# design 1

[config.mk]
export PLATFORM = sky130hd
export DESIGN_NAME = sq_age_search
export DESIGN_NICKNAME = d
export VERILOG_FILES = /design/src/rtl/sq_age_search_pkg.sv /design/src/rtl/sq_age_search_age_mask.sv /design/src/rtl/sq_age_search.sv
export SDC_FILE = /design/constraint.sdc
export NUM_CORES = 2
export LEC_CHECK = 0
export CORE_MARGIN = 5
export CORE_UTILIZATION = 40
export DETAILED_ROUTE_END_ITERATION = 8
export PLACE_DENSITY_LB_ADDON = 0.08
export SYNTH_ARGS = -nofsm -noshare
export SYNTH_HDL_FRONTEND = slang
export SYNTH_SLANG_ARGS = --single-unit
[constraint.sdc]
create_clock -name clock -period 4.25 [get_ports clock]
set_input_delay 1.0625 -clock clock [delete_from_list [all_inputs] [get_ports clock]]
set_output_delay 1.0625 -clock clock [all_outputs]
set_load 0.01 [all_outputs]
[src/rtl/sq_age_search_pkg.sv]
// Shared types for the store queue: entry record and memory access size encoding.
`ifndef SQ_SIZE
`define SQ_SIZE 8
`endif

package sq_age_search_pkg;

  localparam int SQ_DEFAULT_SIZE = `SQ_SIZE;
  localparam int SQ_XLEN         = 32;

  typedef enum logic [1:0] {
    BYTE = 2'd0,
    HALF = 2'd1,
    WORD = 2'd2
  } mem_size_t;

  typedef struct packed {
    logic               valid;
    logic               resolved;
    logic [SQ_XLEN-1:0] addr;
    logic [SQ_XLEN-1:0] data;
    mem_size_t          size;
  } sq_entry_t;

endpackage

[src/rtl/sq_age_search_age_mask.sv]
// Circular [head, tail) range mask; an equal head and tail yields an empty range.
module sq_age_mask #(
  parameter int SQ_SIZE = 8,
  parameter int IDXW    = $clog2(SQ_SIZE)
) (
  input  logic [IDXW-1:0]    head,
  input  logic [IDXW-1:0]    tail,
  output logic [SQ_SIZE-1:0] mask
);

  logic [IDXW-1:0] span;

  assign span = tail - head;

  // An entry is inside the range when its distance from head is below the span.
  always_comb begin
    mask = '0;
    for (int i = 0; i < SQ_SIZE; i++) begin
      mask[i] = (IDXW'(IDXW'(i) - head) < span);
    end
  end

endmodule

[src/rtl/sq_age_search.sv]
// Store queue: circular buffer with dispatch/execute/commit/squash and an
// unrotated age-masked load lookup for a downstream head-aligning shifter.
module sq_age_search
  import sq_age_search_pkg::*;
#(
  parameter int SQ_SIZE = SQ_DEFAULT_SIZE,
  parameter int XLEN    = SQ_XLEN,
  parameter int IDXW    = $clog2(SQ_SIZE)
) (
  input  logic               clock,
  input  logic               reset,
  input  logic               disp_en,
  output logic [IDXW-1:0]    disp_idx,
  output logic               full,
  output logic               empty,
  input  logic               ex_en,
  input  logic [IDXW-1:0]    ex_idx,
  input  logic [XLEN-1:0]    ex_addr,
  input  logic [XLEN-1:0]    ex_data,
  input  logic [1:0]         ex_size,
  input  logic               commit_en,
  output logic               head_ready,
  output logic               mem_wr_valid,
  output logic [XLEN-1:0]    mem_wr_addr,
  output logic [XLEN-1:0]    mem_wr_data,
  output logic [1:0]         mem_wr_size,
  input  logic               squash_en,
  input  logic               ld_en,
  input  logic [XLEN-1:0]    ld_addr,
  input  logic [IDXW-1:0]    ld_tail,
  output logic [SQ_SIZE-1:0] ld_match_vec,
  output logic               ld_unresolved,
  output logic [IDXW-1:0]    ld_rot_amt,
  output logic [IDXW-1:0]    head_idx
);

  sq_entry_t         entries_q [SQ_SIZE];
  sq_entry_t         entries_d [SQ_SIZE];
  logic [IDXW-1:0]   head_q, head_d;
  logic [IDXW-1:0]   tail_q, tail_d;
  logic [IDXW:0]     count_q, count_d;
  logic              mem_wr_valid_q, mem_wr_valid_d;
  logic [XLEN-1:0]   mem_wr_addr_q, mem_wr_addr_d;
  logic [XLEN-1:0]   mem_wr_data_q, mem_wr_data_d;
  mem_size_t         mem_wr_size_q, mem_wr_size_d;

  logic              disp_fire;
  logic              ex_fire;
  logic              commit_fire;
  logic [SQ_SIZE-1:0] age_mask;
  logic [SQ_SIZE-1:0] valid_vec;
  logic [SQ_SIZE-1:0] resolved_vec;
  logic [SQ_SIZE-1:0] addr_hit;
  logic [SQ_SIZE-1:0] older;
  logic [1:0]         ld_addr_lo_unused;

  assign full       = (count_q == (IDXW+1)'(SQ_SIZE));
  assign empty      = (count_q == '0);
  assign disp_idx   = tail_q;
  assign head_idx   = head_q;
  assign head_ready = entries_q[head_q].valid && entries_q[head_q].resolved;

  // Handshake: commit_en is accepted only in a cycle where head_ready is high;
  // mem_wr_valid is a single-cycle strobe with no backpressure from the cache.
  assign commit_fire = commit_en && head_ready;
  assign disp_fire   = disp_en && !full && !squash_en;
  assign ex_fire     = ex_en && entries_q[ex_idx].valid && !squash_en;

  always_comb begin
    entries_d      = entries_q;
    head_d         = head_q;
    tail_d         = tail_q;
    count_d        = count_q;
    mem_wr_valid_d = 1'b0;
    mem_wr_addr_d  = mem_wr_addr_q;
    mem_wr_data_d  = mem_wr_data_q;
    mem_wr_size_d  = mem_wr_size_q;

    if (commit_fire) begin
      mem_wr_valid_d = 1'b1;
      mem_wr_addr_d  = entries_q[head_q].addr;
      mem_wr_data_d  = entries_q[head_q].data;
      mem_wr_size_d  = entries_q[head_q].size;
      head_d         = head_q + IDXW'(1);
    end

    if (squash_en) begin
      for (int i = 0; i < SQ_SIZE; i++) begin
        entries_d[i].valid    = 1'b0;
        entries_d[i].resolved = 1'b0;
      end
      tail_d  = head_d;
      count_d = '0;
    end else begin
      if (ex_fire) begin
        entries_d[ex_idx].addr     = ex_addr;
        entries_d[ex_idx].data     = ex_data;
        entries_d[ex_idx].size     = mem_size_t'(ex_size);
        entries_d[ex_idx].resolved = 1'b1;
      end
      if (disp_fire) begin
        entries_d[tail_q].valid    = 1'b1;
        entries_d[tail_q].resolved = 1'b0;
        tail_d                     = tail_q + IDXW'(1);
      end
      // Retire clears the head last so a same-cycle execute cannot revive it.
      if (commit_fire) begin
        entries_d[head_q].valid    = 1'b0;
        entries_d[head_q].resolved = 1'b0;
      end
      count_d = count_q + (IDXW+1)'(disp_fire) - (IDXW+1)'(commit_fire);
    end
  end

  always_ff @(posedge clock) begin
    if (reset) begin
      for (int i = 0; i < SQ_SIZE; i++) begin
        entries_q[i] <= '0;
      end
      head_q         <= '0;
      tail_q         <= '0;
      count_q        <= '0;
      mem_wr_valid_q <= 1'b0;
      mem_wr_addr_q  <= '0;
      mem_wr_data_q  <= '0;
      mem_wr_size_q  <= BYTE;
    end else begin
      entries_q      <= entries_d;
      head_q         <= head_d;
      tail_q         <= tail_d;
      count_q        <= count_d;
      mem_wr_valid_q <= mem_wr_valid_d;
      mem_wr_addr_q  <= mem_wr_addr_d;
      mem_wr_data_q  <= mem_wr_data_d;
      mem_wr_size_q  <= mem_wr_size_d;
    end
  end

  assign mem_wr_valid = mem_wr_valid_q;
  assign mem_wr_addr  = mem_wr_addr_q;
  assign mem_wr_data  = mem_wr_data_q;
  assign mem_wr_size  = mem_wr_size_q;

  sq_age_mask #(
    .SQ_SIZE (SQ_SIZE),
    .IDXW    (IDXW)
  ) u_age_mask (
    .head (head_q),
    .tail (ld_tail),
    .mask (age_mask)
  );

  // Byte offset is ignored: matching is at word granularity.
  assign ld_addr_lo_unused = ld_addr[1:0];

  always_comb begin
    valid_vec    = '0;
    resolved_vec = '0;
    addr_hit     = '0;
    for (int i = 0; i < SQ_SIZE; i++) begin
      valid_vec[i]    = entries_q[i].valid;
      resolved_vec[i] = entries_q[i].resolved;
      addr_hit[i]     = (entries_q[i].addr[XLEN-1:2] == ld_addr[XLEN-1:2]);
    end
  end

  assign older         = valid_vec & age_mask;
  assign ld_match_vec  = ld_en ? (older & resolved_vec & addr_hit) : '0;
  assign ld_unresolved = ld_en ? |(older & ~resolved_vec) : 1'b0;
  assign ld_rot_amt    = ld_en ? (IDXW'(0) - head_q) : '0;

endmodule

==> impl_metrics.json <==
{
  "clockBufferDepth": 3,
  "fin_cells": 4618,
  "comb_share_pct": 43.6,
  "startpoint": "ld_tail[0]",
  "synth.area.mux_share_pct": 10.5,
  "drc": 0,
  "buffer_area_share_pct": 10.7,
  "detail-route-antenna-nets": 0,
  "top_cell": "nand2_1",
  "layout_setup_ws_ps": -350,
  "p_int_mw": 9.71,
  "comb_cells": 2498,
  "async_flop_share_pct": 0,
  "antenna_found_initial": 1,
  "area_delta_synth_final_pct": 21.4,
  "syn_inst": 3487,
  "wl_per_cell_um": 24.8,
  "numPortBuffers": 196,
  "ys_sh_aoi_pct": 12.3,
  "violations": "setup timing",
  "finalSetupViolCount": 7,
  "status": "finished with violations",
  "r2r_end": "mem_wr_data[10]$_SDFFE_PP0N_",
  "tap_cells": 950,
  "ys_top_logic_family": "simple AND/OR/NAND/NOR gates",
  "crit_chain": "buf_6 > nand2b_4 > fa_2 > xor2_4 > xnor2_4 > buf_4 > ha_4 > o211ai_1 > o22ai_1 > o41a_1 > buf_6",
  "final_cell_mix": "nand2_1 (1,203), dfxtp_1 (618), a21oi_1 (531)",
  "holdWs_ps": 451,
  "ys_cells": 3487
}
Fig. 1: design 1, metal layers overlaid
Scale: 1.5 px per µm.
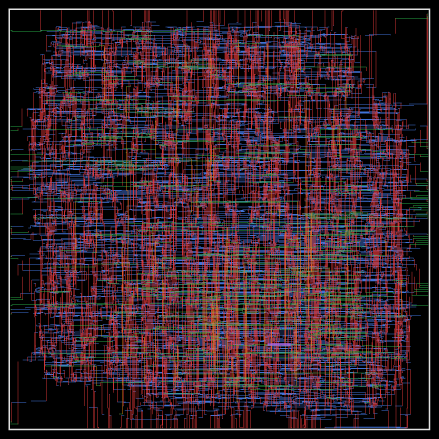
color	layer	wire length
orange	M4	2,950 µm
blue	M1	49.0 mm
purple	M5	13.8 µm
green	M3	9,320 µm
red	M2	53.4 mm
WL final: 115,000 µm
GRT Overall Usage: 28.4%
routed via count: 26,100

Fig. 2: design 1, signal wires on met4
Scale: 1.5 px per µm. Cells faint in the background.
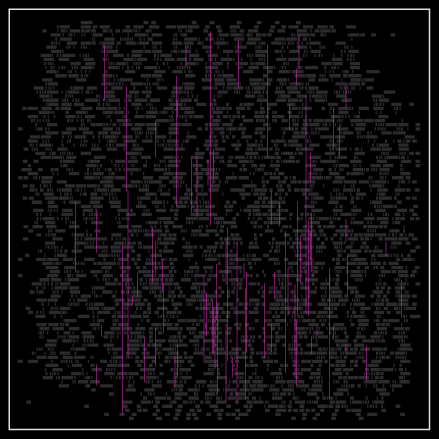
main direction	vertical
longest straight run	145 µm
nets with wire on the layer	53
share of all routed wire	2.6%
wire length on this layer	2,950 µm

Fig. 3: design 1, close-up of the layout
Region (199, 60) to (219, 80) µm. Cells in gray, sequential cells in the stronger gray; small squares are vias.
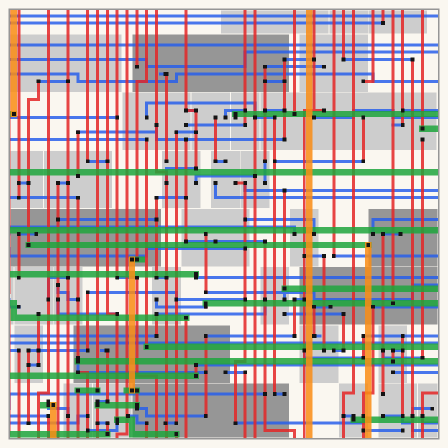
color	layer
green	M3
orange	M4
red	M2
blue	M1
cells with their middle in the window	29
most frequent	nand2_1 (12), a21oi_1 (6), dfxtp_1 (5)
sequential cells in the window	5


# design 2

Fig. 4: design 2, close-up of the layout
Region (55, 12) to (75, 32) µm. Cells in gray, sequential cells in the stronger gray; small squares are vias.
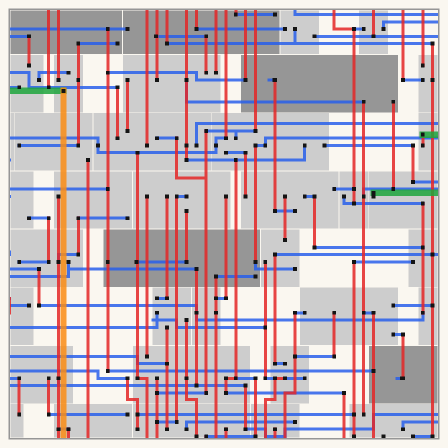
Fig. 5: design 2, clock distribution
Scale: 3 px per µm.
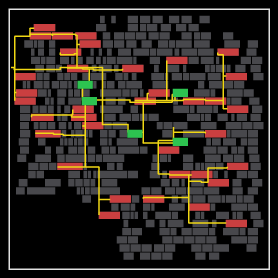
File: src/rtl/scfifo_rr_drain_arbiter.sv
// Round-robin drain scheduler: pops NUM_REQ show-ahead FIFOs into one registered valid/ready stream.
// Optional per-source pop counters (word_count, stats_clr) when SCFIFO_RR_ARB_STATS_EN is defined.
module scfifo_rr_drain_arbiter #(
  parameter int NUM_REQ = 4,
  parameter int SRC_W   = $clog2(NUM_REQ),
  parameter int WIDTH   = 20,
  parameter int BURST   = 4,
  parameter int BURST_W = 8
) (
  input  logic                     clock,
  input  logic                     sclr,
  input  logic [NUM_REQ-1:0]       fifo_empty,
  input  logic [NUM_REQ*WIDTH-1:0] fifo_q,
  output logic [NUM_REQ-1:0]       fifo_rdreq,
  output logic                     out_valid,
  output logic [WIDTH-1:0]         out_data,
  output logic [SRC_W-1:0]         out_src,
  input  logic                     out_ready,
  output logic                     busy
`ifdef SCFIFO_RR_ARB_STATS_EN
  ,
  input  logic                     stats_clr,
  output logic [NUM_REQ*16-1:0]    word_count
`endif
);

  typedef enum logic [0:0] {IDLE, GRANT} state_t;

  state_t             state_reg;
  logic [SRC_W-1:0]   owner_reg;
  logic [SRC_W-1:0]   last_owner_reg;
  logic [BURST_W-1:0] burst_cnt_reg;
  logic [BURST_W-1:0] burst_cnt_next;
  logic               can_load;
  logic               winner_found;
  logic [SRC_W-1:0]   winner;
  logic               pop_en;
  logic [SRC_W-1:0]   pop_idx;

  assign can_load       = ~out_valid | out_ready;
  assign burst_cnt_next = burst_cnt_reg + BURST_W'(1);
  assign busy           = (state_reg != IDLE);

  // Scan from the farthest offset down so the nearest non-empty index after last_owner wins.
  always_comb begin
    winner       = '0;
    winner_found = 1'b0;
    for (int k = NUM_REQ; k >= 1; k--) begin
      if (!fifo_empty[(int'(last_owner_reg) + k) % NUM_REQ]) begin
        winner       = SRC_W'((int'(last_owner_reg) + k) % NUM_REQ);
        winner_found = 1'b1;
      end
    end
  end

  always_comb begin
    pop_en  = 1'b0;
    pop_idx = owner_reg;
    if (!sclr) begin
      if (state_reg == IDLE) begin
        pop_en  = winner_found & can_load;
        pop_idx = winner;
      end else begin
        pop_en  = ~fifo_empty[owner_reg] & can_load;
      end
    end
  end

  always_comb begin
    fifo_rdreq = '0;
    if (pop_en) fifo_rdreq[pop_idx] = 1'b1;
  end

  always_ff @(posedge clock) begin
    if (sclr) begin
      out_valid      <= 1'b0;
      out_data       <= '0;
      out_src        <= '0;
      state_reg      <= IDLE;
      burst_cnt_reg  <= '0;
      last_owner_reg <= SRC_W'(NUM_REQ - 1);
      owner_reg      <= '0;
    end else begin
      if (pop_en) begin
        out_valid <= 1'b1;
        out_data  <= fifo_q[pop_idx*WIDTH +: WIDTH];
        out_src   <= pop_idx;
      end else if (out_valid && out_ready) begin
        out_valid <= 1'b0;
      end

      case (state_reg)
        IDLE: begin
          if (pop_en) begin
            owner_reg      <= winner;
            last_owner_reg <= winner;
            burst_cnt_reg  <= BURST_W'(1);
            state_reg      <= (BURST == 1) ? IDLE : GRANT;
          end
        end
        GRANT: begin
          // An empty owner ends the grant early; this is the only bubble in the stream.
          if (fifo_empty[owner_reg]) begin
            state_reg <= IDLE;
          end else if (pop_en) begin
            burst_cnt_reg <= burst_cnt_next;
            if (burst_cnt_next == BURST_W'(BURST)) state_reg <= IDLE;
          end
        end
        default: state_reg <= IDLE;
      endcase
    end
  end

`ifdef SCFIFO_RR_ARB_STATS_EN
  generate
    for (genvar gi = 0; gi < NUM_REQ; gi++) begin : g_stats
      logic [15:0] count_reg;
      always_ff @(posedge clock) begin
        if (sclr || stats_clr) begin
          count_reg <= '0;
        end else if (fifo_rdreq[gi] && (count_reg != 16'hFFFF)) begin
          count_reg <= count_reg + 16'd1;
        end
      end
      assign word_count[gi*16 +: 16] = count_reg;
    end
  endgenerate
`endif

endmodule
File: config.mk
export PLATFORM = sky130hd
export DESIGN_NAME = scfifo_rr_drain_arbiter
export DESIGN_NICKNAME = d
export VERILOG_FILES = /design/src/rtl/scfifo_rr_drain_arbiter.sv
export SDC_FILE = /design/constraint.sdc
export NUM_CORES = 1
export LEC_CHECK = 0
export CORE_UTILIZATION = 37
export DETAILED_ROUTE_END_ITERATION = 6
export PLACE_DENSITY = 0.83
export SLEW_MARGIN = 20
export SYNTH_ARGS = -nofsm -noshare
export SYNTH_HDL_FRONTEND = slang
export SYNTH_SLANG_ARGS = --single-unit
File: constraint.sdc
create_clock -name clock -period 2 [get_ports clock]
set_input_delay 0.2 -clock clock [delete_from_list [all_inputs] [get_ports clock]]
set_output_delay 0.2 -clock clock [all_outputs]
set_load 0.005 [all_outputs]
==> impl_metrics.json <==
{
  "startpoint": "busy$_SDFF_PP0_",
  "synth.area.mux_share_pct": 1.43,
  "drc": 0,
  "clk_share_pct": 2.20,
  "p_int_mw": 1.68,
  "fmax_mhz": 509,
  "common_cells": "dfxtp_1 (36), nand2_1 (34), nor3_1 (24), and2_1 (23), a221oi_2 (16)",
  "placed_area_um2": 4000,
  "grt_setup_unrepaired": "true",
  "ys_sh_adder_pct": 0.478,
  "drt_wl_total_um": 8340,
  "xor_area_share_pct": 2.01,
  "finalHoldViolCount": 0,
  "async_flop_share_pct": 0,
  "maxPowerGroup": "combinational cells",
  "row_count": 30,
  "dp_cells": 499,
  "clockBufferDepth": 2,
  "wl_per_cell_um": 16.3,
  "status": "complete, no violations",
  "slew_headroom_pct": 49.6,
  "first_global_vias": 2861,
  "ys_sh_simple_pct": 23.0,
  "worstHoldPathType": "in -> reg",
  "power_frac_seq_pct": 34.2,
  "fin_cells": 512,
  "drtIter0Drc": 89,
  "p_leak_nw": 1.50,
  "ctsResizeCount": 36,
  "seq_area_frac_synth_pct": 27.5
}
Notes on Fig. 4 above:
color	layer
orange	M4
blue	M1
green	M3
red	M2
cells with their middle in the window	30
netlist names of flops here include	out_data (4)
most frequent	nand2_1 (5)
sequential cells in the window	4

Notes on Fig. 5 above:
[green] clock-net drivers | count: 5
[yellow] clock wires | length: 499 µm
[red] flip-flops | count: 36
routed clock nets	6
flops lie	all over the die
Clock Power Share: 21.5%
Clk. pwr: 541 µW
Worst Skew: 6.78 ps
Latency at later pin: 290 ps


# design 3

Fig. 6: design 3, close-up of the layout
Region (38, 6) to (58, 26) µm. Cells in gray, sequential cells in the stronger gray; small squares are vias.
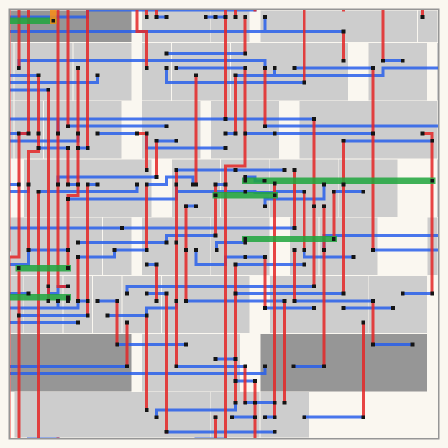
`src/rtl/serial_arith_pkg.sv`:
```
// rtl/serial_arith_pkg.sv - shared state and opcode encodings for the serial add/sub sequencer
package serial_arith_pkg;

    typedef enum logic [1:0] {
        ST_IDLE  = 2'd0,
        ST_SHIFT = 2'd1,
        ST_DONE  = 2'd2
    } state_t;

    localparam logic OP_ADD = 1'b0;
    localparam logic OP_SUB = 1'b1;

endpackage

```
`src/rtl/serial_bit_cell.sv`:
```
// rtl/serial_bit_cell.sv - one-bit full adder/subtractor built from two half stages plus an OR
module serial_bit_cell
    import serial_arith_pkg::*;
(
    input  logic a,
    input  logic b,
    input  logic cin,
    input  logic op,
    output logic out,
    output logic cout
);

    logic p;
    logic g1;
    logic g2;

    // First half stage combines the operand bits; generate is a&b for add, ~a&b for sub.
    assign p  = a ^ b;
    assign g1 = (op == OP_SUB) ? (~a & b) : (a & b);

    // Second half stage folds in the incoming carry/borrow.
    assign out = p ^ cin;
    assign g2  = (op == OP_SUB) ? (~p & cin) : (p & cin);

    assign cout = g1 | g2;

endmodule

```
`src/rtl/serial_addsub_seq.sv`:
```
// rtl/serial_addsub_seq.sv - bit-serial add/sub sequencer, LSB first; SERIAL_ADDSUB_OVF_EN adds the ovf output
module serial_addsub_seq
    import serial_arith_pkg::*;
#(
    parameter int WIDTH = 8
) (
    input  logic             clk,
    input  logic             rst,
    input  logic             in_valid,
    output logic             in_ready,
    input  logic             op,
    input  logic [WIDTH-1:0] a,
    input  logic [WIDTH-1:0] b,
    output logic             out_valid,
    input  logic             out_ready,
    output logic [WIDTH-1:0] result,
    output logic             cb_out,
    output logic             busy
`ifdef SERIAL_ADDSUB_OVF_EN
    ,
    output logic             ovf
`endif
);

    localparam int CNT_W = $clog2(WIDTH);

    state_t             state_q;
    state_t             state_d;
    logic [WIDTH-1:0]   a_sr;
    logic [WIDTH-1:0]   b_sr;
    logic [WIDTH-1:0]   result_sr;
    logic [CNT_W-1:0]   cnt;
    logic               op_q;
    logic               cb_q;
    logic               cb_out_q;
    logic               cell_out;
    logic               cell_cout;
    logic               last_bit;
`ifdef SERIAL_ADDSUB_OVF_EN
    logic               ovf_q;
`endif

    assign last_bit = (cnt == CNT_W'(WIDTH - 1));

    serial_bit_cell u_cell (
        .a    (a_sr[0]),
        .b    (b_sr[0]),
        .cin  (cb_q),
        .op   (op_q),
        .out  (cell_out),
        .cout (cell_cout)
    );

    // State register; reset discards any operation in flight.
    always_ff @(posedge clk) begin
        if (rst) begin
            state_q <= ST_IDLE;
        end else begin
            state_q <= state_d;
        end
    end

    // Next-state: accept in IDLE, run WIDTH bit cycles, hold in DONE until consumed.
    always_comb begin
        state_d = state_q;
        case (state_q)
            ST_IDLE:  if (in_valid)  state_d = ST_SHIFT;
            ST_SHIFT: if (last_bit)  state_d = ST_DONE;
            ST_DONE:  if (out_ready) state_d = ST_IDLE;
            default:                 state_d = ST_IDLE;
        endcase
    end

    // Datapath: latch operands on accept, shift one bit pair per cycle, capture final carry/borrow.
    always_ff @(posedge clk) begin
        if (rst) begin
            a_sr      <= '0;
            b_sr      <= '0;
            result_sr <= '0;
            cnt       <= '0;
            op_q      <= OP_ADD;
            cb_q      <= 1'b0;
            cb_out_q  <= 1'b0;
`ifdef SERIAL_ADDSUB_OVF_EN
            ovf_q     <= 1'b0;
`endif
        end else begin
            case (state_q)
                ST_IDLE: begin
                    if (in_valid) begin
                        a_sr <= a;
                        b_sr <= b;
                        op_q <= op;
                        cb_q <= 1'b0;
                        cnt  <= '0;
                    end
                end
                ST_SHIFT: begin
                    a_sr      <= a_sr >> 1;
                    b_sr      <= b_sr >> 1;
                    result_sr <= {cell_out, result_sr[WIDTH-1:1]};
                    cb_q      <= cell_cout;
                    if (last_bit) begin
                        cb_out_q <= cell_cout;
`ifdef SERIAL_ADDSUB_OVF_EN
                        // Carry into the MSB is the flop value feeding the cell on this cycle.
                        ovf_q    <= cb_q ^ cell_cout;
`endif
                    end else begin
                        cnt <= cnt + 1'b1;
                    end
                end
                default: begin
                end
            endcase
        end
    end

    assign in_ready  = (state_q == ST_IDLE);
    assign out_valid = (state_q == ST_DONE);
    assign busy      = (state_q == ST_SHIFT) || (state_q == ST_DONE);
    assign result    = result_sr;
    assign cb_out    = cb_out_q;
`ifdef SERIAL_ADDSUB_OVF_EN
    assign ovf       = ovf_q;
`endif

endmodule
```
`config.mk`:
```
export PLATFORM = sky130hd
export DESIGN_NAME = serial_addsub_seq
export DESIGN_NICKNAME = d
export VERILOG_FILES = /design/src/rtl/serial_arith_pkg.sv /design/src/rtl/serial_bit_cell.sv /design/src/rtl/serial_addsub_seq.sv
export SDC_FILE = /design/constraint.sdc
export NUM_CORES = 1
export LEC_CHECK = 0
export CAP_MARGIN = 10
export CORE_MARGIN = 2
export CORE_UTILIZATION = 45
export CTS_CLUSTER_DIAMETER = 200
export DETAILED_ROUTE_END_ITERATION = 8
export HOLD_SLACK_MARGIN = 0.12
export PLACE_DENSITY = 0.84
export SKIP_LAST_GASP = 1
export SLEW_MARGIN = 20
export SYNTH_ARGS = -nofsm -noshare
export SYNTH_HDL_FRONTEND = slang
export SYNTH_SLANG_ARGS = --single-unit
```
`constraint.sdc`:
```
create_clock -name clk -period 1.5 [get_ports clk]
set_clock_uncertainty 0.2 [all_clocks]
set_input_delay 0.3 -clock clk [delete_from_list [all_inputs] [get_ports clk]]
set_output_delay 0.3 -clock clk [all_outputs]
set_load 0.02 [all_outputs]
```
==> impl_metrics.json <==
{
  "layout_setup_ws_ps": -215,
  "placed_area_um2": 2100,
  "grt_overflow": 0,
  "pg_seq_mw": 1.04,
  "r2r-start": "state_q[1]$_SDFFE_PP0P_",
  "status": "finished with violations",
  "n_fill_cell": 220,
  "fin_tns_setup_ps": -3240,
  "final_common_cell": "dfxtp_1",
  "top_cell": "dfxtp_1",
  "drt_wl_total_um": 4050,
  "buffer_area_share_pct": 24.6,
  "violations": "setup timing",
  "power_frac_comb_pct": 41.9,
  "ir_drop_mv": 0.735,
  "vias_per_cell": 5.34,
  "dp_slack_ps": -257,
  "critPathMaxStageDelay_ps": 360,
  "vias": 1426,
  "finalPower_mw": 2.71,
  "fmax_mhz": 583,
  "grt_max_degree": 14,
  "finalSetupViolCount": 32,
  "cap_violations": 0,
  "clockBufferCount": 7,
  "drv_slew": 0,
  "fp_util_pct": 47.6,
  "track_usage_pct": 20.5,
  "detail-route-antenna-nets": 0,
  "cts_setup_buffers": 2
}
About Fig. 6:
color	layer
red	M2
blue	M1
orange	M4
green	M3
netlist names of flops here include	state_q (2), a_sr (1)
sequential cells in the window	3
cells with their middle in the window	39
most frequent	buf_4 (9), nand2_1 (3)


# design 4

[config.mk]
export PLATFORM = sky130hd
export DESIGN_NAME = counter_game_referee
export DESIGN_NICKNAME = d
export VERILOG_FILES = /design/src/rtl/counter_game_referee.sv
export SDC_FILE = /design/constraint.sdc
export NUM_CORES = 1
export LEC_CHECK = 0
export ABC_AREA = 1
export CAP_MARGIN = 0
export CORE_ASPECT_RATIO = 1.25
export CORE_MARGIN = 5
export CORE_UTILIZATION = 57
export CTS_BUF_LIST = sky130_fd_sc_hd__clkbuf_4 sky130_fd_sc_hd__clkbuf_8
export DETAILED_ROUTE_END_ITERATION = 6
export PLACE_DENSITY = 0.87
export SYNTH_ARGS = -nofsm -noshare
export SYNTH_HDL_FRONTEND = slang
export SYNTH_SLANG_ARGS = --single-unit
[constraint.sdc]
create_clock -name clk -period 2.6 [get_ports clk]
set_input_delay 0.52 -clock clk [delete_from_list [all_inputs] [get_ports clk]]
set_output_delay 0.52 -clock clk [all_outputs]
set_load 0.005 [all_outputs]
[src/rtl/counter_game_referee.sv]
// Referee for the multi-mode counter game: drives mode/init/initialValue, scores a match of
// ROUNDS_PER_MATCH rounds and hands each round result to a host over a valid/ready channel.
module counter_game_referee #(
    parameter int MULTI_MODE_COUNTER_WIDTH = 4,
    parameter int SCORE_WIDTH              = 4,
    parameter int ROUNDS_PER_MATCH         = 4,
    parameter int TIMEOUT_CYCLES           = 1024
) (
    input  logic                                clk,
    input  logic                                rst,
    input  logic                                start,
    input  logic                                cfg_valid,
    output logic                                cfg_ready,
    input  logic [1:0]                          cfg_mode,
    input  logic [MULTI_MODE_COUNTER_WIDTH-1:0] cfg_value,
    output logic [1:0]                          mode,
    output logic                                init,
    output logic [MULTI_MODE_COUNTER_WIDTH-1:0] initialValue,
    input  logic                                winner,
    input  logic                                loser,
    input  logic                                GAMEOVER,
    input  logic [1:0]                          who,
    output logic                                res_valid,
    input  logic                                res_ready,
    output logic [1:0]                          res_who,
    output logic                                res_timeout,
    output logic                                res_error,
    output logic [SCORE_WIDTH-1:0]              res_winner_hits,
    output logic [SCORE_WIDTH-1:0]              res_loser_hits,
    output logic [SCORE_WIDTH-1:0]              score_winner,
    output logic [SCORE_WIDTH-1:0]              score_loser,
    output logic                                match_done
);

    localparam int TW = $clog2(TIMEOUT_CYCLES);
    localparam int RW = (ROUNDS_PER_MATCH > 1) ? $clog2(ROUNDS_PER_MATCH) : 1;
    localparam logic [TW-1:0] TO_LAST = TW'(TIMEOUT_CYCLES - 1);
    localparam logic [RW-1:0] R_LAST  = RW'(ROUNDS_PER_MATCH - 1);

    typedef enum logic [2:0] {
        S_IDLE,
        S_WAIT_CFG,
        S_LOAD,
        S_RUN,
        S_REPORT
    } state_t;

    function automatic logic [SCORE_WIDTH-1:0] sat_inc(input logic [SCORE_WIDTH-1:0] v,
                                                       input logic                   en);
        return (en && (v != '1)) ? v + 1'b1 : v;
    endfunction

    state_t                              state_q;
    logic                                cfg_ready_q;
    logic [1:0]                          mode_q;
    logic                                init_q;
    logic [MULTI_MODE_COUNTER_WIDTH-1:0] init_val_q;
    logic                                res_valid_q;
    logic [1:0]                          res_who_q;
    logic                                res_timeout_q;
    logic                                res_error_q;
    logic [SCORE_WIDTH-1:0]              win_hits_q, los_hits_q;
    logic [SCORE_WIDTH-1:0]              score_w_q, score_l_q;
    logic                                match_done_q;
    logic                                prev_win_q, prev_los_q;
    logic [TW-1:0]                       run_cnt_q;
    logic [RW-1:0]                       round_q;

    logic [SCORE_WIDTH-1:0] win_hits_d, los_hits_d, score_w_d, score_l_d;

    // Edge history is cleared in LOAD, so a level already high in the first RUN cycle counts.
    assign win_hits_d = sat_inc(win_hits_q, winner & ~prev_win_q);
    assign los_hits_d = sat_inc(los_hits_q, loser & ~prev_los_q);
    assign score_w_d  = sat_inc(score_w_q, 1'b1);
    assign score_l_d  = sat_inc(score_l_q, 1'b1);

    always_ff @(posedge clk) begin
        if (rst) begin
            state_q       <= S_IDLE;
            cfg_ready_q   <= 1'b0;
            mode_q        <= '0;
            init_q        <= 1'b0;
            init_val_q    <= '0;
            res_valid_q   <= 1'b0;
            res_who_q     <= '0;
            res_timeout_q <= 1'b0;
            res_error_q   <= 1'b0;
            win_hits_q    <= '0;
            los_hits_q    <= '0;
            score_w_q     <= '0;
            score_l_q     <= '0;
            match_done_q  <= 1'b0;
            prev_win_q    <= 1'b0;
            prev_los_q    <= 1'b0;
            run_cnt_q     <= '0;
            round_q       <= '0;
        end else begin
            case (state_q)
                S_IDLE: begin
                    if (start) begin
                        score_w_q    <= '0;
                        score_l_q    <= '0;
                        round_q      <= '0;
                        match_done_q <= 1'b0;
                        cfg_ready_q  <= 1'b1;
                        state_q      <= S_WAIT_CFG;
                    end
                end
                S_WAIT_CFG: begin
                    if (cfg_valid) begin
                        mode_q        <= cfg_mode;
                        init_val_q    <= cfg_value;
                        cfg_ready_q   <= 1'b0;
                        init_q        <= 1'b1;
                        res_timeout_q <= 1'b0;
                        res_error_q   <= 1'b0;
                        state_q       <= S_LOAD;
                    end
                end
                S_LOAD: begin
                    init_q     <= 1'b0;
                    win_hits_q <= '0;
                    los_hits_q <= '0;
                    prev_win_q <= 1'b0;
                    prev_los_q <= 1'b0;
                    run_cnt_q  <= '0;
                    state_q    <= S_RUN;
                end
                S_RUN: begin
                    prev_win_q <= winner;
                    prev_los_q <= loser;
                    win_hits_q <= win_hits_d;
                    los_hits_q <= los_hits_d;
                    run_cnt_q  <= run_cnt_q + 1'b1;
                    // GAMEOVER takes priority over a timeout expiring in the same cycle.
                    if (GAMEOVER) begin
                        res_who_q <= who;
                        case (who)
                            2'b10:   score_w_q   <= score_w_d;
                            2'b01:   score_l_q   <= score_l_d;
                            default: res_error_q <= 1'b1;
                        endcase
                        res_valid_q <= 1'b1;
                        state_q     <= S_REPORT;
                    end else if (run_cnt_q == TO_LAST) begin
                        res_who_q     <= 2'b00;
                        res_timeout_q <= 1'b1;
                        res_valid_q   <= 1'b1;
                        state_q       <= S_REPORT;
                    end
                end
                S_REPORT: begin
                    if (res_ready) begin
                        res_valid_q <= 1'b0;
                        round_q     <= round_q + 1'b1;
                        if (round_q == R_LAST) begin
                            match_done_q <= 1'b1;
                            state_q      <= S_IDLE;
                        end else begin
                            cfg_ready_q <= 1'b1;
                            state_q     <= S_WAIT_CFG;
                        end
                    end
                end
                default: state_q <= S_IDLE;
            endcase
        end
    end

    assign cfg_ready       = cfg_ready_q;
    assign mode            = mode_q;
    assign init            = init_q;
    assign initialValue    = init_val_q;
    assign res_valid       = res_valid_q;
    assign res_who         = res_who_q;
    assign res_timeout     = res_timeout_q;
    assign res_error       = res_error_q;
    assign res_winner_hits = win_hits_q;
    assign res_loser_hits  = los_hits_q;
    assign score_winner    = score_w_q;
    assign score_loser     = score_l_q;
    assign match_done      = match_done_q;

endmodule

Fig. 7: design 4, routing congestion map
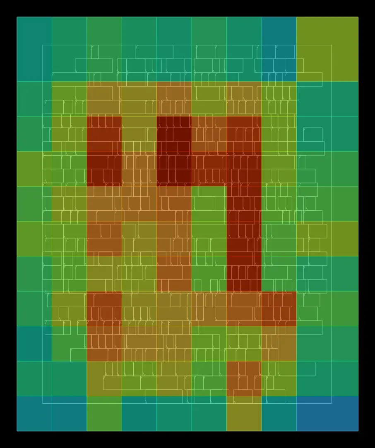
M2 GR Usage: 38.1%
WL/cell: 12.7 µm
met1 GRT Util: 25.1%

Fig. 8: design 4, clock distribution
Scale: 3 px per µm.
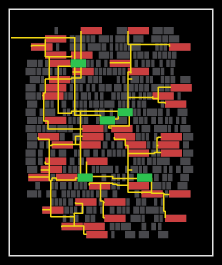
[green] clock-net drivers | count: 5
[red] flip-flops | count: 47
[yellow] clock wires | length: 545 µm
routed clock nets	6
Worst Skew: 4.57 ps
Clock Power Share: 31.3%

==> impl_metrics.json <==
{
  "status": "complete, no violations",
  "insertion_delay_ps": 300,
  "numPortBuffers": 45,
  "comb_share_pct": 41.1,
  "min_period_ps": 1860,
  "worstPathMaxFanout": 24,
  "ys_top_logic_family": "simple AND/OR/NAND/NOR gates",
  "p_int_mw": 1.09,
  "dp_cells": 434,
  "die_h_um": 81.7,
  "crit_cells": 6,
  "worst_setup_path_start_kind": "flop",
  "topCellsByArea": "dfxtp_1 (40%), nand2_1 (12%), a21oi_1 (8.8%)",
  "area_delta_synth_final_pct": 24.5,
  "reg2reg_depth": 6,
  "maxPowerGroup": "registers",
  "holdBufCountCts": 0,
  "buffer_area_share_pct": 15.7,
  "ys_cells": 342,
  "r2r-start": "state_q[0]$_SDFFE_PP0P_",
  "worstHoldPathType": "reg -> reg",
  "crit_family": "simple AND/OR/NAND/NOR gates",
  "synth-edff-count": 0,
  "critPathArrivalTime_ps": 2090
}

# design 5

### config.mk
export PLATFORM = sky130hd
export DESIGN_NAME = rgb2hsv_pipe
export DESIGN_NICKNAME = d
export VERILOG_FILES = /design/src/rtl/rgb2hsv_pipe.sv
export SDC_FILE = /design/constraint.sdc
export NUM_CORES = 1
export LEC_CHECK = 0
export ABC_AREA = 1
export CAP_MARGIN = 20
export CORE_ASPECT_RATIO = 1.2
export CORE_MARGIN = 2
export CORE_UTILIZATION = 50
export DETAILED_ROUTE_END_ITERATION = 7
export PLACE_DENSITY = 0.67
export SYNTH_ARGS = -nofsm -noshare
export SYNTH_HDL_FRONTEND = slang
export SYNTH_SLANG_ARGS = --single-unit
### constraint.sdc
create_clock -name clk -period 3.7 [get_ports clk]
set_clock_uncertainty 0.2 [all_clocks]
set_input_delay 0.74 -clock clk [delete_from_list [all_inputs] [get_ports clk]]
set_output_delay 0.74 -clock clk [all_outputs]
set_load 0.02 [all_outputs]
### src/rtl/rgb2hsv_pipe.sv
// rgb2hsv_pipe: free-running RGB -> HSV pipeline, one pixel per clock,
// fixed latency L = DW+4 for data, syncs and data-enable alike.
// Hue is {sector[2:0], frac[DW-1:0]}; saturation and hue fraction come from
// two pipelined restoring dividers that resolve one quotient bit per stage.
// Optional feature: define HSI_INTENSITY_EN to output intensity floor((R+G+B)/3)
// on V_data instead of max(R,G,B).
module rgb2hsv_pipe #(
    parameter int DW = 8
) (
    input  logic            clk,
    input  logic            rst_n,
    input  logic            RGB_hsync,
    input  logic            RGB_vsync,
    input  logic [3*DW-1:0] RGB_data,
    input  logic            RGB_de,
    output logic            HSV_hsync,
    output logic            HSV_vsync,
    output logic [DW+2:0]   H_data,
    output logic [DW-1:0]   S_data,
    output logic [DW-1:0]   V_data,
    output logic            HSV_de
);

    localparam int L = DW + 4;

    // One restoring-division step: returns {quotient_bit, new_remainder}.
    // The trial value is below 2*divisor, so the remainder always fits DW bits.
    function automatic logic [DW:0] div_step(input logic [DW:0] trial,
                                             input logic [DW-1:0] dv);
        logic [DW:0] diff;
        diff = trial - {1'b0, dv};
        if (trial >= {1'b0, dv}) begin
            return {1'b1, DW'(diff)};
        end else begin
            return {1'b0, DW'(trial)};
        end
    endfunction

    // ------------------------------------------------------------------
    // Sync / de delay lines, kept apart from the data path
    // ------------------------------------------------------------------
    logic [L-1:0] hs_q, vs_q, de_q;

    // Shift syncs and de through L-deep delay lines.
    always_ff @(posedge clk or negedge rst_n) begin
        if (!rst_n) begin
            hs_q <= '0;
            vs_q <= '0;
            de_q <= '0;
        end else begin
            hs_q <= {hs_q[L-2:0], RGB_hsync};
            vs_q <= {vs_q[L-2:0], RGB_vsync};
            de_q <= {de_q[L-2:0], RGB_de};
        end
    end

    assign HSV_hsync = hs_q[L-1];
    assign HSV_vsync = vs_q[L-1];
    assign HSV_de    = de_q[L-1];

    // ------------------------------------------------------------------
    // Stage 1: ordering, sector, chroma
    // ------------------------------------------------------------------
    logic [DW-1:0] r_s, g_s, b_s;
    logic [DW-1:0] max_s, mid_s, min_s;
    logic [2:0]    sec_s;

    assign r_s = RGB_data[3*DW-1:2*DW];
    assign g_s = RGB_data[2*DW-1:DW];
    assign b_s = RGB_data[DW-1:0];

    // Classify the pixel into a sector (first match wins) and sort channels.
    always_comb begin
        max_s = r_s;
        mid_s = g_s;
        min_s = b_s;
        sec_s = 3'd0;
        if (r_s >= g_s && g_s >= b_s) begin
            max_s = r_s; mid_s = g_s; min_s = b_s; sec_s = 3'd0;
        end else if (g_s > r_s && r_s >= b_s) begin
            max_s = g_s; mid_s = r_s; min_s = b_s; sec_s = 3'd1;
        end else if (g_s >= b_s && b_s > r_s) begin
            max_s = g_s; mid_s = b_s; min_s = r_s; sec_s = 3'd2;
        end else if (b_s > g_s && g_s > r_s) begin
            max_s = b_s; mid_s = g_s; min_s = r_s; sec_s = 3'd3;
        end else if (b_s > r_s && r_s >= g_s) begin
            max_s = b_s; mid_s = r_s; min_s = g_s; sec_s = 3'd4;
        end else begin
            max_s = r_s; mid_s = b_s; min_s = g_s; sec_s = 3'd5;
        end
    end

    logic [DW-1:0] s1_max_q, s1_mid_q, s1_min_q, s1_d_q;
    logic [2:0]    s1_sec_q;
`ifdef HSI_INTENSITY_EN
    logic [DW+1:0] s1_sum_q;
`endif

    // Register stage-1 results.
    always_ff @(posedge clk or negedge rst_n) begin
        if (!rst_n) begin
            s1_max_q <= '0;
            s1_mid_q <= '0;
            s1_min_q <= '0;
            s1_d_q   <= '0;
            s1_sec_q <= 3'd0;
`ifdef HSI_INTENSITY_EN
            s1_sum_q <= '0;
`endif
        end else begin
            s1_max_q <= max_s;
            s1_mid_q <= mid_s;
            s1_min_q <= min_s;
            s1_d_q   <= max_s - min_s;
            s1_sec_q <= sec_s;
`ifdef HSI_INTENSITY_EN
            s1_sum_q <= {2'b00, r_s} + {2'b00, g_s} + {2'b00, b_s};
`endif
        end
    end

    // ------------------------------------------------------------------
    // Stage 2: hue numerator, divisors, value/intensity
    // ------------------------------------------------------------------
    logic [DW-1:0] hnum_s, v_s;

    // Odd sectors measure hue downward from max, even sectors upward from min.
    always_comb begin
        if (s1_sec_q[0]) begin
            hnum_s = s1_max_q - s1_mid_q;
        end else begin
            hnum_s = s1_mid_q - s1_min_q;
        end
    end

`ifdef HSI_INTENSITY_EN
    // Reciprocal of 3 scaled so that (sum*K)>>(DW+4) is exact floor(sum/3).
    localparam logic [DW+2:0] THIRD_K = (DW+3)'(((1 << (DW + 4)) + 2) / 3);
    logic [2*DW+4:0] prod_s;
    assign prod_s = {{(DW+3){1'b0}}, s1_sum_q} * {{(DW+2){1'b0}}, THIRD_K};
    assign v_s    = DW'(prod_s >> (DW + 4));
`else
    assign v_s    = s1_max_q;
`endif

    logic [DW-1:0] s2_hnum_q, s2_d_q, s2_max_q, s2_v_q;
    logic [2:0]    s2_sec_q;

    // Register stage-2 operands for both dividers.
    always_ff @(posedge clk or negedge rst_n) begin
        if (!rst_n) begin
            s2_hnum_q <= '0;
            s2_d_q    <= '0;
            s2_max_q  <= '0;
            s2_v_q    <= '0;
            s2_sec_q  <= 3'd0;
        end else begin
            s2_hnum_q <= hnum_s;
            s2_d_q    <= s1_d_q;
            s2_max_q  <= s1_max_q;
            s2_v_q    <= v_s;
            s2_sec_q  <= s1_sec_q;
        end
    end

    // ------------------------------------------------------------------
    // Stages 3..DW+3: two restoring dividers, DW+1 quotient bits
    // ------------------------------------------------------------------
    logic [DW-1:0] hr_q  [0:DW];
    logic [DW-1:0] hdv_q [0:DW];
    logic [DW:0]   hq_q  [0:DW];
    logic [DW-1:0] sr_q  [0:DW];
    logic [DW-1:0] sdv_q [0:DW];
    logic [DW:0]   sq_q  [0:DW];
    logic [2:0]    sec_q [0:DW];
    logic [DW-1:0] vp_q  [0:DW];
    logic [DW:0]   hstep_s [0:DW];
    logic [DW:0]   sstep_s [0:DW];

    // First step compares the unshifted numerator (the 2^DW quotient bit);
    // later steps shift the partial remainder left by one.
    always_comb begin
        hstep_s[0] = div_step({1'b0, s2_hnum_q}, s2_d_q);
        sstep_s[0] = div_step({1'b0, s2_d_q}, s2_max_q);
        for (int k = 1; k <= DW; k++) begin
            hstep_s[k] = div_step({hr_q[k-1], 1'b0}, hdv_q[k-1]);
            sstep_s[k] = div_step({sr_q[k-1], 1'b0}, sdv_q[k-1]);
        end
    end

    // Advance each divider stage together with its own operands.
    always_ff @(posedge clk or negedge rst_n) begin
        if (!rst_n) begin
            for (int k = 0; k <= DW; k++) begin
                hr_q[k]  <= '0;
                hdv_q[k] <= '0;
                hq_q[k]  <= '0;
                sr_q[k]  <= '0;
                sdv_q[k] <= '0;
                sq_q[k]  <= '0;
                sec_q[k] <= 3'd0;
                vp_q[k]  <= '0;
            end
        end else begin
            hr_q[0]  <= hstep_s[0][DW-1:0];
            hq_q[0]  <= {{DW{1'b0}}, hstep_s[0][DW]};
            hdv_q[0] <= s2_d_q;
            sr_q[0]  <= sstep_s[0][DW-1:0];
            sq_q[0]  <= {{DW{1'b0}}, sstep_s[0][DW]};
            sdv_q[0] <= s2_max_q;
            sec_q[0] <= s2_sec_q;
            vp_q[0]  <= s2_v_q;
            for (int k = 1; k <= DW; k++) begin
                hr_q[k]  <= hstep_s[k][DW-1:0];
                hq_q[k]  <= {hq_q[k-1][DW-1:0], hstep_s[k][DW]};
                hdv_q[k] <= hdv_q[k-1];
                sr_q[k]  <= sstep_s[k][DW-1:0];
                sq_q[k]  <= {sq_q[k-1][DW-1:0], sstep_s[k][DW]};
                sdv_q[k] <= sdv_q[k-1];
                sec_q[k] <= sec_q[k-1];
                vp_q[k]  <= vp_q[k-1];
            end
        end
    end

    // ------------------------------------------------------------------
    // Final stage: saturation, zero-divisor handling, blanking
    // ------------------------------------------------------------------
    logic [DW-1:0] hfrac_s, ssat_s;

    // A zero divisor yields 0; a quotient of exactly 2^DW clips to all-ones.
    always_comb begin
        if (hdv_q[DW] == {DW{1'b0}}) begin
            hfrac_s = {DW{1'b0}};
        end else if (hq_q[DW][DW]) begin
            hfrac_s = {DW{1'b1}};
        end else begin
            hfrac_s = hq_q[DW][DW-1:0];
        end
        if (sdv_q[DW] == {DW{1'b0}}) begin
            ssat_s = {DW{1'b0}};
        end else if (sq_q[DW][DW]) begin
            ssat_s = {DW{1'b1}};
        end else begin
            ssat_s = sq_q[DW][DW-1:0];
        end
    end

    // Register outputs; data is forced to zero whenever the aligned de is low.
    always_ff @(posedge clk or negedge rst_n) begin
        if (!rst_n) begin
            H_data <= '0;
            S_data <= '0;
            V_data <= '0;
        end else if (de_q[L-2]) begin
            H_data <= {sec_q[DW], hfrac_s};
            S_data <= ssat_s;
            V_data <= vp_q[DW];
        end else begin
            H_data <= '0;
            S_data <= '0;
            V_data <= '0;
        end
    end

endmodule
Fig. 9: design 5, clock distribution
Scale: 1 px per µm.
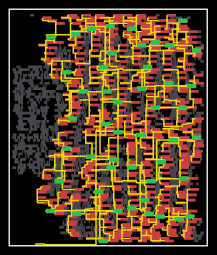
[red] flip-flops | count: 514
[green] clock-net drivers | count: 48
[yellow] clock wires | length: 5,450 µm
routed clock nets	49
Clk. pwr: 5.20 mW
Latency at later pin: 560 ps
Clock Power Share: 21.1%

Fig. 10: design 5, metal layers overlaid
Scale: 1.5 px per µm.
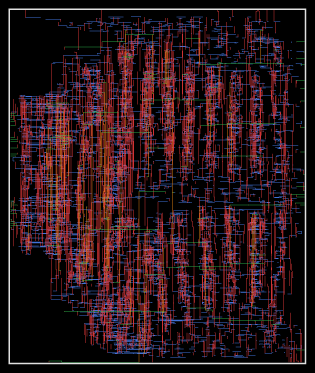
color	layer	wire length
blue	M1	14,200 µm
orange	M4	2,570 µm
red	M2	24.2 mm
green	M3	1,210 µm
GRT Overall Usage: 19.0%
routed via count: 14,500
WL final: 42,200 µm

==> impl_metrics.json <==
{
  "r2r_end": "sr_q[70]$_DFF_PN0_",
  "clk_share_pct": 6.62,
  "route.met2.wl_um": 24200,
  "critPathMaxStageDelay_ps": 490,
  "finalSetupViolCount": 0,
  "common_cells": "dfrtp_1 (514), inv_1 (330), nand2_1 (260), ha_1 (184), nor2_1 (169)",
  "grt_overflow": 0,
  "top_layer": "met4",
  "ys_sh_simple_pct": 11.3,
  "seq_share_pct": 49.4,
  "ys_cells": 2082,
  "area_delta_synth_final_pct": 17.1,
  "slew_headroom_pct": 39.6,
  "dp_cells": 2772,
  "syn_inst": 2082,
  "status": "complete, no violations",
  "flop-count": 514,
  "min_to": "sec_q[21]$_DFF_PN0_",
  "htreeDepth": 2,
  "worstSetupEndpointType": "flop"
}
Fig. 11: design 5, close-up of the layout
Region (137, 49) to (157, 69) µm. Cells in gray, sequential cells in the stronger gray; small squares are vias.
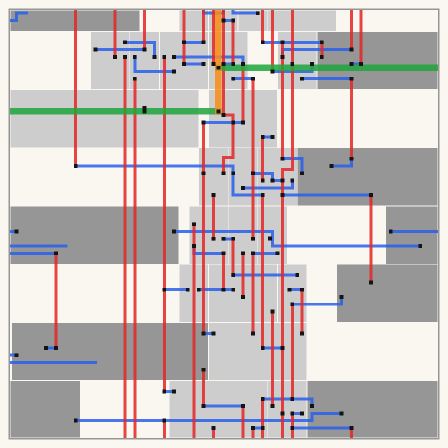
color	layer
orange	M4
blue	M1
green	M3
red	M2
sequential cells in the window	6
most frequent	dfrtp_1 (6), o21ai_0 (4)
cells with their middle in the window	25
netlist names of flops here include	hr_q (4), hdv_q (2)


# design 6

### src/rtl/regfile_write_queue.sv
// ============================================================================
//  Module      : regfile_write_queue
//  Description : Writeback FIFO in front of the 32x32 register file. It drains
//                one entry per cycle onto the single write port and forwards
//                pending data to two read lookups. Define
//                REGFILE_WQ_COALESCE_EN to merge a push into the youngest entry
//                when both name the same register.
//  Revision    : 1.0 - initial release
// ============================================================================
`default_nettype none

module regfile_write_queue #(
    parameter int DEPTH      = 4,
    parameter int DATA_WIDTH = 32,
    parameter int ADDR_WIDTH = 5
) (
    input  logic                        clock,
    input  logic                        ctrl_reset,
    input  logic                        in_valid,
    output logic                        in_ready,
    input  logic [ADDR_WIDTH-1:0]       in_reg,
    input  logic [DATA_WIDTH-1:0]       in_data,
    input  logic                        stall_drain,
    output logic                        ctrl_writeEnable,
    output logic [ADDR_WIDTH-1:0]       ctrl_writeReg,
    output logic [DATA_WIDTH-1:0]       data_writeReg,
    input  logic [ADDR_WIDTH-1:0]       lookup_regA,
    input  logic [ADDR_WIDTH-1:0]       lookup_regB,
    output logic                        hit_A,
    output logic                        hit_B,
    output logic [DATA_WIDTH-1:0]       fwd_dataA,
    output logic [DATA_WIDTH-1:0]       fwd_dataB,
    output logic [$clog2(DEPTH):0]      count,
    output logic                        empty,
    output logic                        full
);

    localparam int PW = $clog2(DEPTH);
    localparam int CW = PW + 1;

    logic [PW-1:0]         r_head;
    logic [PW-1:0]         r_tail;
    logic [CW-1:0]         r_count;
    logic [DEPTH-1:0]      r_valid;
    logic [ADDR_WIDTH-1:0] r_reg  [DEPTH];
    logic [DATA_WIDTH-1:0] r_data [DEPTH];

    logic w_empty;
    logic w_full;
    logic w_pop;
    logic w_push;
    logic w_coal;

    assign w_empty = (r_count == '0);
    assign w_full  = (r_count == CW'(DEPTH));
    assign w_pop   = !w_empty && !stall_drain;

`ifdef REGFILE_WQ_COALESCE_EN
    logic [PW-1:0] w_youngest;
    logic          w_match;

    assign w_youngest = r_tail - PW'(1);
    assign w_match    = !w_empty && (r_reg[w_youngest] == in_reg);
    // The head leaving this cycle cannot absorb new data; allocate instead.
    assign w_coal     = in_valid && (in_reg != '0) && w_match
                        && !(w_pop && (w_youngest == r_head));
    assign in_ready   = !w_full || (in_valid && w_match);
`else
    assign w_coal     = 1'b0;
    assign in_ready   = !w_full;
`endif

    assign w_push = in_valid && in_ready && (in_reg != '0) && !w_coal;

    always_ff @(posedge clock) begin
        if (ctrl_reset) begin
            r_head  <= '0;
            r_tail  <= '0;
            r_count <= '0;
            r_valid <= '0;
        end else begin
            if (w_pop) begin
                r_head          <= r_head + PW'(1);
                r_valid[r_head] <= 1'b0;
            end
            if (w_push) begin
                r_tail          <= r_tail + PW'(1);
                r_valid[r_tail] <= 1'b1;
            end
            case ({w_push, w_pop})
                2'b10:   r_count <= r_count + CW'(1);
                2'b01:   r_count <= r_count - CW'(1);
                default: r_count <= r_count;
            endcase
        end
    end

    // Payload storage needs no reset; every observer is gated by valid/empty.
    always_ff @(posedge clock) begin
        if (!ctrl_reset) begin
            if (w_push) begin
                r_reg[r_tail]  <= in_reg;
                r_data[r_tail] <= in_data;
            end
`ifdef REGFILE_WQ_COALESCE_EN
            else if (w_coal) begin
                r_data[w_youngest] <= in_data;
            end
`endif
        end
    end

    assign ctrl_writeEnable = w_pop;
    assign ctrl_writeReg    = w_empty ? '0 : r_reg[r_head];
    assign data_writeReg    = w_empty ? '0 : r_data[r_head];
    assign count            = r_count;
    assign empty            = w_empty;
    assign full             = w_full;

    // Scan oldest to youngest so the youngest match overrides earlier ones.
    always_comb begin
        hit_A     = 1'b0;
        hit_B     = 1'b0;
        fwd_dataA = '0;
        fwd_dataB = '0;
        for (int k = 0; k < DEPTH; k++) begin
            if (r_valid[r_head + PW'(k)] && (lookup_regA != '0)
                && (r_reg[r_head + PW'(k)] == lookup_regA)) begin
                hit_A     = 1'b1;
                fwd_dataA = r_data[r_head + PW'(k)];
            end
            if (r_valid[r_head + PW'(k)] && (lookup_regB != '0)
                && (r_reg[r_head + PW'(k)] == lookup_regB)) begin
                hit_B     = 1'b1;
                fwd_dataB = r_data[r_head + PW'(k)];
            end
        end
    end

endmodule

`default_nettype wire

### config.mk
export PLATFORM = sky130hd
export DESIGN_NAME = regfile_write_queue
export DESIGN_NICKNAME = d
export VERILOG_FILES = /design/src/rtl/regfile_write_queue.sv
export SDC_FILE = /design/constraint.sdc
export NUM_CORES = 1
export LEC_CHECK = 0
export ABC_AREA = 0
export CORE_UTILIZATION = 40
export DETAILED_ROUTE_END_ITERATION = 7
export SLEW_MARGIN = 25
export SYNTH_ARGS = -nofsm -noshare
export SYNTH_HDL_FRONTEND = slang
export SYNTH_SLANG_ARGS = --single-unit
### constraint.sdc
create_clock -name clock -period 4.9 [get_ports clock]
set_input_delay 0.98 -clock clock [delete_from_list [all_inputs] [get_ports clock]]
set_output_delay 0.98 -clock clock [all_outputs]
set_load 0.01 [all_outputs]
Fig. 12: design 6, metal layers overlaid
Scale: 2 px per µm.
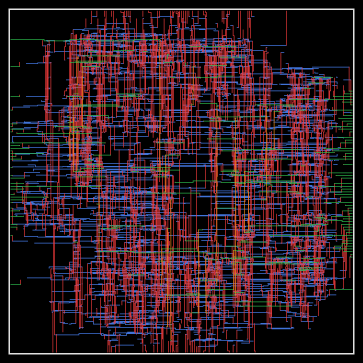
color	layer	wire length
red	M2	16,600 µm
green	M3	2,060 µm
orange	M4	803 µm
blue	M1	13,200 µm
WL/cell: 24.4 µm
WL final: 32,700 µm
routed via count: 8,492
GRT Overall Usage: 22.3%

==> impl_metrics.json <==
{
  "p_clk_share_pct": 18.5,
  "worst_setup_path_start_kind": "flop",
  "cts-root-buf": "clkbuf_16",
  "cts_tree": "built",
  "ys_top_logic_family": "multiplexers",
  "placed_area_um2": 13600,
  "r2r-start": "count[0]$_SDFFE_PP0P_",
  "finalSetupViolCount": 0,
  "p_leak_nw": 4.50,
  "common_cells": "mux4_2 (149), edfxtp_1 (148), a21oi_1 (67), a221o_1 (63), a22o_1 (62)",
  "status": "complete, no violations",
  "clockBufferCount": 17,
  "area_delta_synth_final_pct": 24.6,
  "fin_tns_setup_ps": 0,
  "top_area_cell_class": "combinational gates",
  "numPortBuffers": 160,
  "grt_setup_unrepaired": "false",
  "reg2reg_depth": 9,
  "crit_cells": 11,
  "top_cell": "mux4_2",
  "dp_cells": 1294,
  "vias_per_cell": 6.33,
  "worstHoldPathType": "reg -> reg"
}
Fig. 13: design 6, routing congestion map
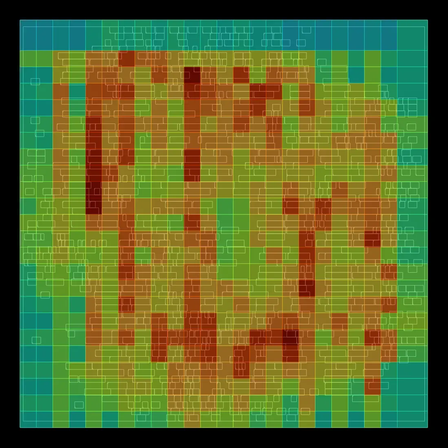
met1 GRT Util: 27.9%
most used routing layer: met2
met3 Track Usage GR: 3.75%
M2 GR Usage: 39.1%
Util after Layout: 51.1%



## Gallery

Signal wires on met4.
(a)
Scale: 1.5 px per µm. Cells faint in the background.
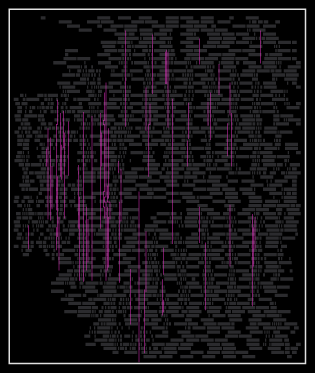
(b)
Scale: 4 px per µm. Cells faint in the background.
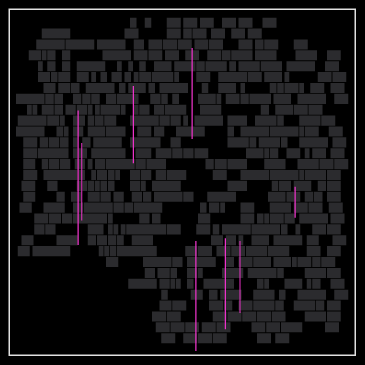
(c)
Scale: 2 px per µm. Cells faint in the background.
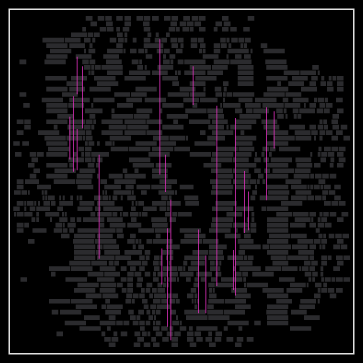
(a): design 5
(c): design 6
(b): design 2

Power and IR drop assume default switching activity.
